######## block 1 ########
block_1/wires.png
Two of the layers only.
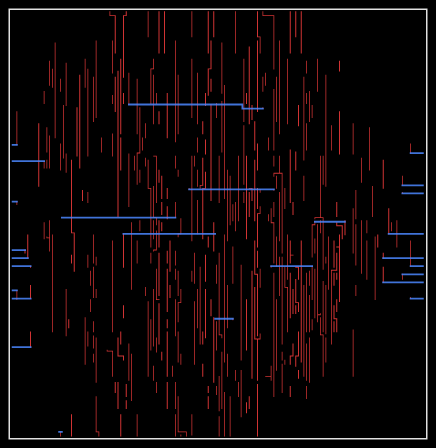

--- src/rtl/bcd_xs3_pkg.sv ---
`default_nettype none
// ---------------------------------------------------------------------------
// bcd_xs3_pkg : shared types and constants for the BCD to excess-3 sequencer
// Revision    : 1.0
// ---------------------------------------------------------------------------
package bcd_xs3_pkg;

  typedef enum logic [1:0] {
    IDLE = 2'd0,
    CONV = 2'd1,
    DONE = 2'd2
  } state_e;

  localparam logic [3:0] XS3_OFFSET  = 4'd3;
  localparam logic [3:0] XS3_INVALID = 4'hF;
  localparam logic [3:0] BCD_MAX     = 4'd9;

endpackage
`default_nettype wire

--- src/rtl/bcd_digit_xs3.sv ---
`default_nettype none
// ---------------------------------------------------------------------------
// bcd_digit_xs3 : combinational single-digit BCD to excess-3 converter
// Revision      : 1.0
// ---------------------------------------------------------------------------
module bcd_digit_xs3
  import bcd_xs3_pkg::*;
(
  input  logic [3:0] digit_i,
  output logic [3:0] xs3_o,
  output logic       invalid_o
);

  always_comb begin
    invalid_o = (digit_i > BCD_MAX);
    xs3_o     = invalid_o ? XS3_INVALID : (digit_i + XS3_OFFSET);
  end

endmodule
`default_nettype wire

--- src/rtl/bcd_xs3_seq_ctrl.sv ---
`default_nettype none
// ---------------------------------------------------------------------------
// bcd_xs3_seq_ctrl : converts a packed BCD word to excess-3, one digit/clock
// Revision         : 1.0
// ---------------------------------------------------------------------------
module bcd_xs3_seq_ctrl
  import bcd_xs3_pkg::*;
#(
  parameter int NDIG = 4
) (
  input  logic              clk,
  input  logic              rst_n,
  input  logic              in_valid,
  output logic              in_ready,
  input  logic [4*NDIG-1:0] in_bcd,
  output logic              out_valid,
  input  logic              out_ready,
  output logic [4*NDIG-1:0] out_xs3,
  output logic [NDIG-1:0]   err_mask,
  output logic              out_err,
  output logic              busy
);

  localparam int            CW       = (NDIG > 1) ? $clog2(NDIG) : 1;
  localparam logic [CW-1:0] LAST_IDX = CW'(NDIG - 1);

  state_e              state_q, state_d;
  logic [CW-1:0]       idx_q, idx_d;
  logic [4*NDIG-1:0]   word_q, word_d;
  logic [4*NDIG-1:0]   xs3_q, xs3_d;
  logic [NDIG-1:0]     mask_q, mask_d;
  logic                out_err_q, out_err_d;

  logic [3:0]          cur_digit;
  logic [3:0]          cur_xs3;
  logic                cur_invalid;

  // Single shared converter; the digit index selects its operand.
  always_comb begin
    cur_digit = 4'd0;
    for (int i = 0; i < NDIG; i++) begin
      if (idx_q == CW'(i)) cur_digit = word_q[4*i +: 4];
    end
  end

  bcd_digit_xs3 u_digit (
    .digit_i   (cur_digit),
    .xs3_o     (cur_xs3),
    .invalid_o (cur_invalid)
  );

  always_comb begin
    state_d   = state_q;
    idx_d     = idx_q;
    word_d    = word_q;
    xs3_d     = xs3_q;
    mask_d    = mask_q;
    out_err_d = out_err_q;
    case (state_q)
      IDLE: begin
        if (in_valid) begin
          word_d  = in_bcd;
          xs3_d   = '0;
          mask_d  = '0;
          idx_d   = '0;
          state_d = CONV;
        end
      end
      CONV: begin
        for (int i = 0; i < NDIG; i++) begin
          if (idx_q == CW'(i)) begin
            xs3_d[4*i +: 4] = cur_xs3;
            mask_d[i]       = cur_invalid;
          end
        end
        if (idx_q == LAST_IDX) begin
          state_d   = DONE;
          out_err_d = |mask_d;
        end else begin
          idx_d = idx_q + CW'(1);
        end
      end
      DONE: begin
        if (out_ready) begin
          state_d   = IDLE;
          out_err_d = 1'b0;
        end
      end
      default: begin
        state_d   = IDLE;
        out_err_d = 1'b0;
      end
    endcase
  end

  always_ff @(posedge clk) begin
    if (!rst_n) begin
      state_q   <= IDLE;
      idx_q     <= '0;
      word_q    <= '0;
      xs3_q     <= '0;
      mask_q    <= '0;
      out_err_q <= 1'b0;
    end else begin
      state_q   <= state_d;
      idx_q     <= idx_d;
      word_q    <= word_d;
      xs3_q     <= xs3_d;
      mask_q    <= mask_d;
      out_err_q <= out_err_d;
    end
  end

  assign in_ready  = (state_q == IDLE);
  assign busy      = (state_q == CONV) || (state_q == DONE);
  assign out_valid = (state_q == DONE);
  assign out_xs3   = xs3_q;
  assign err_mask  = mask_q;
  assign out_err   = out_err_q;

endmodule
`default_nettype wire

--- config.mk ---
export PLATFORM = sky130hd
export DESIGN_NAME = bcd_xs3_seq_ctrl
export DESIGN_NICKNAME = d
export VERILOG_FILES = /design/src/rtl/bcd_xs3_pkg.sv /design/src/rtl/bcd_digit_xs3.sv /design/src/rtl/bcd_xs3_seq_ctrl.sv
export SDC_FILE = /design/constraint.sdc
export NUM_CORES = 1
export LEC_CHECK = 0
export CAP_MARGIN = 30
export CORE_AREA = 2 2 68 70
export DETAILED_ROUTE_END_ITERATION = 7
export DIE_AREA = 0 0 70 72
export PLACE_DENSITY = 0.77
export REMOVE_ABC_BUFFERS = 1
export SLEW_MARGIN = 0
export SYNTH_ARGS = -nofsm -noshare
export SYNTH_HDL_FRONTEND = slang
export SYNTH_HIERARCHICAL = 1
export SYNTH_SLANG_ARGS = --single-unit
--- constraint.sdc ---
create_clock -name clk -period 2.8 [get_ports clk]
set_input_delay 0.28 -clock clk [delete_from_list [all_inputs] [get_ports clk]]
set_output_delay 0.28 -clock clk [all_outputs]
set_load 0.005 [all_outputs]
######## block 2 ########
===== src/rtl/muldiv_sequencer.sv =====
// Iterative signed multiply/divide unit for the multicycle CPU.
// Owns HI/LO, runs one shift-add or restoring-divide step per clock, and flags divide-by-zero.
//
// Handshake: start is sampled only while the FSM is IDLE (busy=0).
// An accepted request raises busy on the next cycle and keeps it high for WIDTH+1 cycles.
// done then pulses for one cycle, and HI/LO are valid from that cycle on.
// A rejected DIV (divisor 0) leaves busy low and pulses div_by_zero instead.
// start while busy is dropped and does not queue.
module muldiv_sequencer #(
  parameter int WIDTH = 32
) (
  input  logic             clk,
  input  logic             reset,
  input  logic             start,
  input  logic             op,
  input  logic [WIDTH-1:0] operand_a,
  input  logic [WIDTH-1:0] operand_b,
  output logic             busy,
  output logic             done,
  output logic             div_by_zero,
  output logic [WIDTH-1:0] hi,
  output logic [WIDTH-1:0] lo,
  output logic [1:0]       dbg_state
);

  typedef enum logic [1:0] {
    S_IDLE   = 2'd0,
    S_RUN    = 2'd1,
    S_FINISH = 2'd2
  } state_t;

  localparam int CW = (WIDTH > 1) ? $clog2(WIDTH) : 1;
  localparam logic [CW-1:0] LAST_ITER = CW'(WIDTH - 1);

  state_t           r_state;
  state_t           w_next_state;
  logic             w_accept;
  logic             w_reject;

  logic             r_op;
  logic             r_neg_main;
  logic             r_neg_rem;
  logic [CW-1:0]    r_cnt;
  logic [WIDTH-1:0] r_opnd;
  logic [WIDTH-1:0] r_acc_hi;
  logic [WIDTH-1:0] r_acc_lo;
  logic [WIDTH-1:0] r_hi;
  logic [WIDTH-1:0] r_lo;
  logic             r_done;
  logic             r_dbz;

  logic [WIDTH-1:0]   w_a_mag;
  logic [WIDTH-1:0]   w_b_mag;
  logic [WIDTH:0]     w_sum;
  logic [WIDTH:0]     w_shift;
  logic               w_ge;
  logic [WIDTH-1:0]   w_diff;
  logic [2*WIDTH-1:0] w_prod;
  logic [2*WIDTH-1:0] w_prod_s;
  logic [WIDTH-1:0]   w_quo_s;
  logic [WIDTH-1:0]   w_rem_s;

  // FSM state register
  always_ff @(posedge clk) begin
    if (reset) r_state <= S_IDLE;
    else       r_state <= w_next_state;
  end

  // FSM next state and request decode
  always_comb begin
    w_next_state = r_state;
    w_accept     = 1'b0;
    w_reject     = 1'b0;
    case (r_state)
      S_IDLE: begin
        if (start) begin
          if (op && (operand_b == '0)) begin
            w_reject = 1'b1;
          end else begin
            w_accept     = 1'b1;
            w_next_state = S_RUN;
          end
        end
      end
      S_RUN: begin
        if (r_cnt == LAST_ITER) w_next_state = S_FINISH;
      end
      S_FINISH: w_next_state = S_IDLE;
      default:  w_next_state = S_IDLE;
    endcase
  end

  // Datapath: magnitudes, one iteration step, and final sign correction
  always_comb begin
    w_a_mag  = operand_a[WIDTH-1] ? (-operand_a) : operand_a;
    w_b_mag  = operand_b[WIDTH-1] ? (-operand_b) : operand_b;
    // MULT: r_opnd is |a|, r_acc_lo starts as |b| and is consumed LSB first
    w_sum    = {1'b0, r_acc_hi} + (r_acc_lo[0] ? {1'b0, r_opnd} : '0);
    // DIV: r_opnd is |b|, r_acc_lo starts as |a| and fills with quotient bits
    w_shift  = {r_acc_hi, r_acc_lo[WIDTH-1]};
    w_ge     = (w_shift >= {1'b0, r_opnd});
    w_diff   = w_shift[WIDTH-1:0] - r_opnd;
    w_prod   = {r_acc_hi, r_acc_lo};
    w_prod_s = r_neg_main ? (-w_prod) : w_prod;
    w_quo_s  = r_neg_main ? (-r_acc_lo) : r_acc_lo;
    w_rem_s  = r_neg_rem ? (-r_acc_hi) : r_acc_hi;
  end

  always_ff @(posedge clk) begin
    if (reset) begin
      r_op       <= 1'b0;
      r_neg_main <= 1'b0;
      r_neg_rem  <= 1'b0;
      r_cnt      <= '0;
      r_opnd     <= '0;
      r_acc_hi   <= '0;
      r_acc_lo   <= '0;
      r_hi       <= '0;
      r_lo       <= '0;
      r_done     <= 1'b0;
      r_dbz      <= 1'b0;
    end else begin
      r_done <= (r_state == S_FINISH);
      r_dbz  <= w_reject;
      if (w_accept) begin
        r_op       <= op;
        r_neg_main <= operand_a[WIDTH-1] ^ operand_b[WIDTH-1];
        r_neg_rem  <= operand_a[WIDTH-1];
        r_cnt      <= '0;
        r_acc_hi   <= '0;
        r_opnd     <= op ? w_b_mag : w_a_mag;
        r_acc_lo   <= op ? w_a_mag : w_b_mag;
      end else if (r_state == S_RUN) begin
        r_cnt <= (r_cnt == LAST_ITER) ? '0 : (r_cnt + CW'(1));
        if (r_op) begin
          r_acc_hi <= w_ge ? w_diff : w_shift[WIDTH-1:0];
          r_acc_lo <= {r_acc_lo[WIDTH-2:0], w_ge};
        end else begin
          r_acc_hi <= w_sum[WIDTH:1];
          r_acc_lo <= {w_sum[0], r_acc_lo[WIDTH-1:1]};
        end
      end
      if (r_state == S_FINISH) begin
        if (r_op) begin
          r_hi <= w_rem_s;
          r_lo <= w_quo_s;
        end else begin
          r_hi <= w_prod_s[2*WIDTH-1:WIDTH];
          r_lo <= w_prod_s[WIDTH-1:0];
        end
      end
    end
  end

  assign busy        = (r_state != S_IDLE);
  assign done        = r_done;
  assign div_by_zero = r_dbz;
  assign hi          = r_hi;
  assign lo          = r_lo;
  assign dbg_state   = r_state;

endmodule

===== config.mk =====
export PLATFORM = sky130hd
export DESIGN_NAME = muldiv_sequencer
export DESIGN_NICKNAME = d
export VERILOG_FILES = /design/src/rtl/muldiv_sequencer.sv
export SDC_FILE = /design/constraint.sdc
export NUM_CORES = 1
export LEC_CHECK = 0
export ABC_AREA = 0
export CELL_PAD_IN_SITES_DETAIL_PLACEMENT = 1
export CELL_PAD_IN_SITES_GLOBAL_PLACEMENT = 1
export CORE_UTILIZATION = 46
export DETAILED_ROUTE_END_ITERATION = 8
export PLACE_DENSITY = 0.86
export SETUP_SLACK_MARGIN = 0.15
export SLEW_MARGIN = 20
export SYNTH_ARGS = -nofsm -noshare
export SYNTH_HDL_FRONTEND = slang
export SYNTH_SLANG_ARGS = --single-unit

===== constraint.sdc =====
create_clock -name clk -period 10.3 [get_ports clk]
set_clock_uncertainty 0.2 [all_clocks]
set_input_delay 2.575 -clock clk [delete_from_list [all_inputs] [get_ports clk]]
set_output_delay 2.575 -clock clk [all_outputs]
set_load 0.02 [all_outputs]


==> screenshots <==
The clock network.
(a)
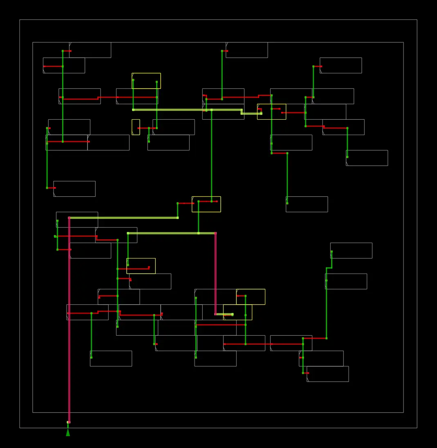
(b)
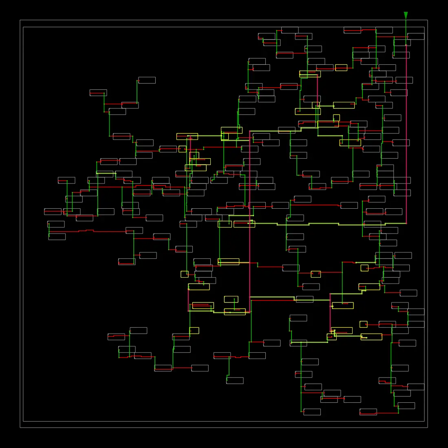
Of these, most clock buffers: (b)
Of these, most sequential cells: (b)
| from | picture |
|---|---|
| block 1 | (a) |
| block 2 | (b) |

block_2/placement_by_type.png
Bar = 50 um.
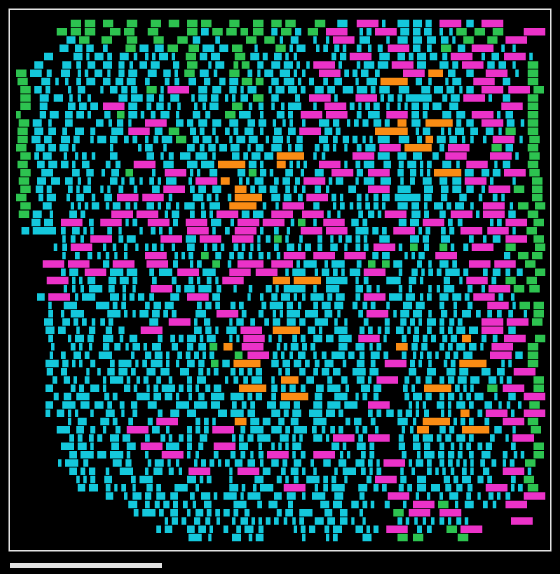
class	colour	cells	share of their area
other buffers and delay cells	green	152	9.3%
combinational and other logic	cyan	1663	65%
clock drivers and dummy loads	orange	32	3.9%
flops	magenta	172	22%

block_2/metal_density.png
35 x 35 tiles, from dark purple (low) to yellow (high), scaled to the fullest tile. Values are wire area over tile area, all layers added.
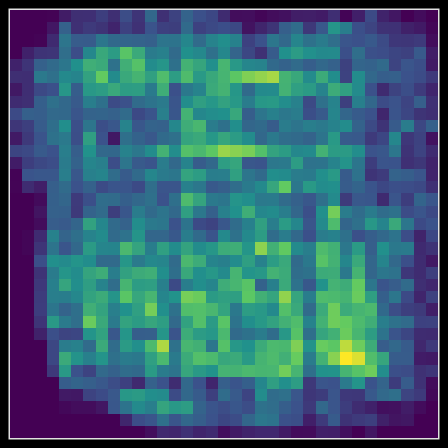
tiles over half the peak	24%
emptiest ninth of the die	bottom left
fullest tile	0.77

==> impl_metrics.tcl, block 2 <==
# place-and-route summary
set metrics [dict create \
    netlist_top_cells_area "dfxtp_1 (24%), a21oi_1 (7.2%), ha_1 (6.2%)" \
    leakagePower_nw 6.19 \
    path_max_fanout 50 \
    finalWeightedCongestion 0.961 \
    grt_first_pass_wirelength_um 82900 \
    crit_family "simple AND/OR/NAND/NOR gates" \
    ys_chip_area_sq_um 14100 \
    synthCells 1965 \
    power_clock_mw 0.681 \
    power_mw 2.13 \
    crit_chain "clkdlybuf4s50_1 > or4_1 > or3_1 > or4_1 > nor2_1 > nor2_4 > buf_4 > nor2_2 > buf_4 > o21ai_0 > nor4b_1 > mux2i_1 > o21ai_0" \
    cts.hold.buffers_added 0 \
    power_frac_seq_pct 35.6 \
    rr_startpoint "r_acc_lo[0]$_SDFFE_PP0P_" \
    critical_path_class "in2reg" \
    crit_start "operand_b[24]" \
    simple_gate_area_share_pct 22.2 \
    status "finished clean" \
    postRouteAntennaNets 0 \
    drtPass1Iterations 5 \
    top_logic_kind "AND-OR/OR-AND gates" \
    wl_per_cell_um 21.8 \
    cts_buffers 17 \
]
## block 2: layout make-up
| cell class | count | area, sq um |
|---|---|---|
| timing repair buffer | 152 | 1470 |
| sequential | 172 | 3450 |
| multi-input combinational | 1597 | 9950 |
| fill | 3793 | 13700 |
| clock buffer | 18 | 439 |
| inverter | 66 | 248 |
| tap | 390 | 488 |
| clock inverter | 14 | 168 |
## block 2: state kept, by name (all words and copies together), names as in the netlist, 2 cells and up
name	count
r_cnt	5
r_acc_lo	32
r_acc_hi	32
r_opnd	32
dbg_state	2
lo	32
hi	32
block_1/flops_by_reg.png
Bar = 20 um. Other sequential cells in the stronger grey, the rest of the logic in the fainter grey.
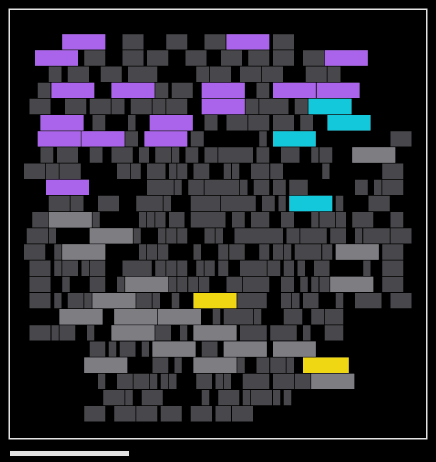
netlist name	colour	flops
idx_q	yellow	2
err_mask	cyan	4
out_xs3	purple	16
not coloured	19

## Picture notes: block_1/wires.png
layer	colour	wire length
metal 3	blue	144 um
metal 2	red	2020 um

==> impl_metrics.tcl, block 1 <==
# place-and-route summary
set metrics [dict create \
    crit_required_ns 3.02 \
    clock-sinks 41 \
    min_period_over_period_pct 91.6 \
    met3WireLength_um 143 \
    cts_buffer_depth 2 \
    ys_chip_area_sq_um 2100 \
    wl_met2_um 2020 \
    num_vias 1706 \
    netlist_top_cells_area "dfxtp_1 (39%), nand2_1 (7.7%), mux2i_1 (7.6%)" \
    r2r_slack_ns 0.24 \
    whs_path_depth 2 \
    path_common_cell "o21ai_0" \
    p_int_mw 1.04 \
    status "finished clean" \
    power_mw 1.48 \
    finalHoldViolCount 0 \
    simple_gate_area_share_pct 20.7 \
]
[block 1: flip-flops by register name, summed over array words and instances, names as in the netlist]
signal,flops
out_xs3,16
idx_q,2
out_err,1
state_q,2
err_mask,4
word_q,16
[block 1: area by class of cell]
| type | count | area (sq um) |
|---|---|---|
| Fill cell | 392 | 1590 |
| Multi-Input combinational cell | 173 | 1170 |
| Sequential cell | 41 | 822 |
| Timing Repair Buffer | 49 | 475 |
| Clock buffer | 7 | 86.3 |
| Tap cell | 52 | 65.1 |
| Inverter | 16 | 60.1 |


## Gallery

Local utilization.
Plate I
Bar = 20 um. 7 x 7 tiles, from dark purple (low) to yellow (high), 0 to 100% covered.
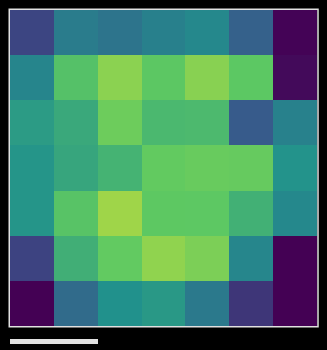
Plate II
Bar = 50 um. 18 x 18 tiles, from dark purple (low) to yellow (high), 0 to 100% covered.
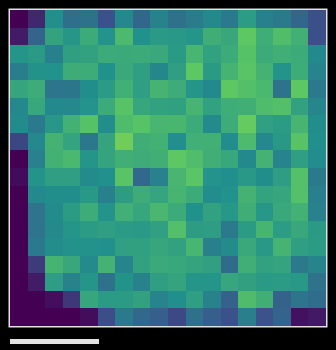
block 1 -> Plate I
block 2 -> Plate II
The one with the highest utilization is Plate I.
The one with the largest die is Plate II.

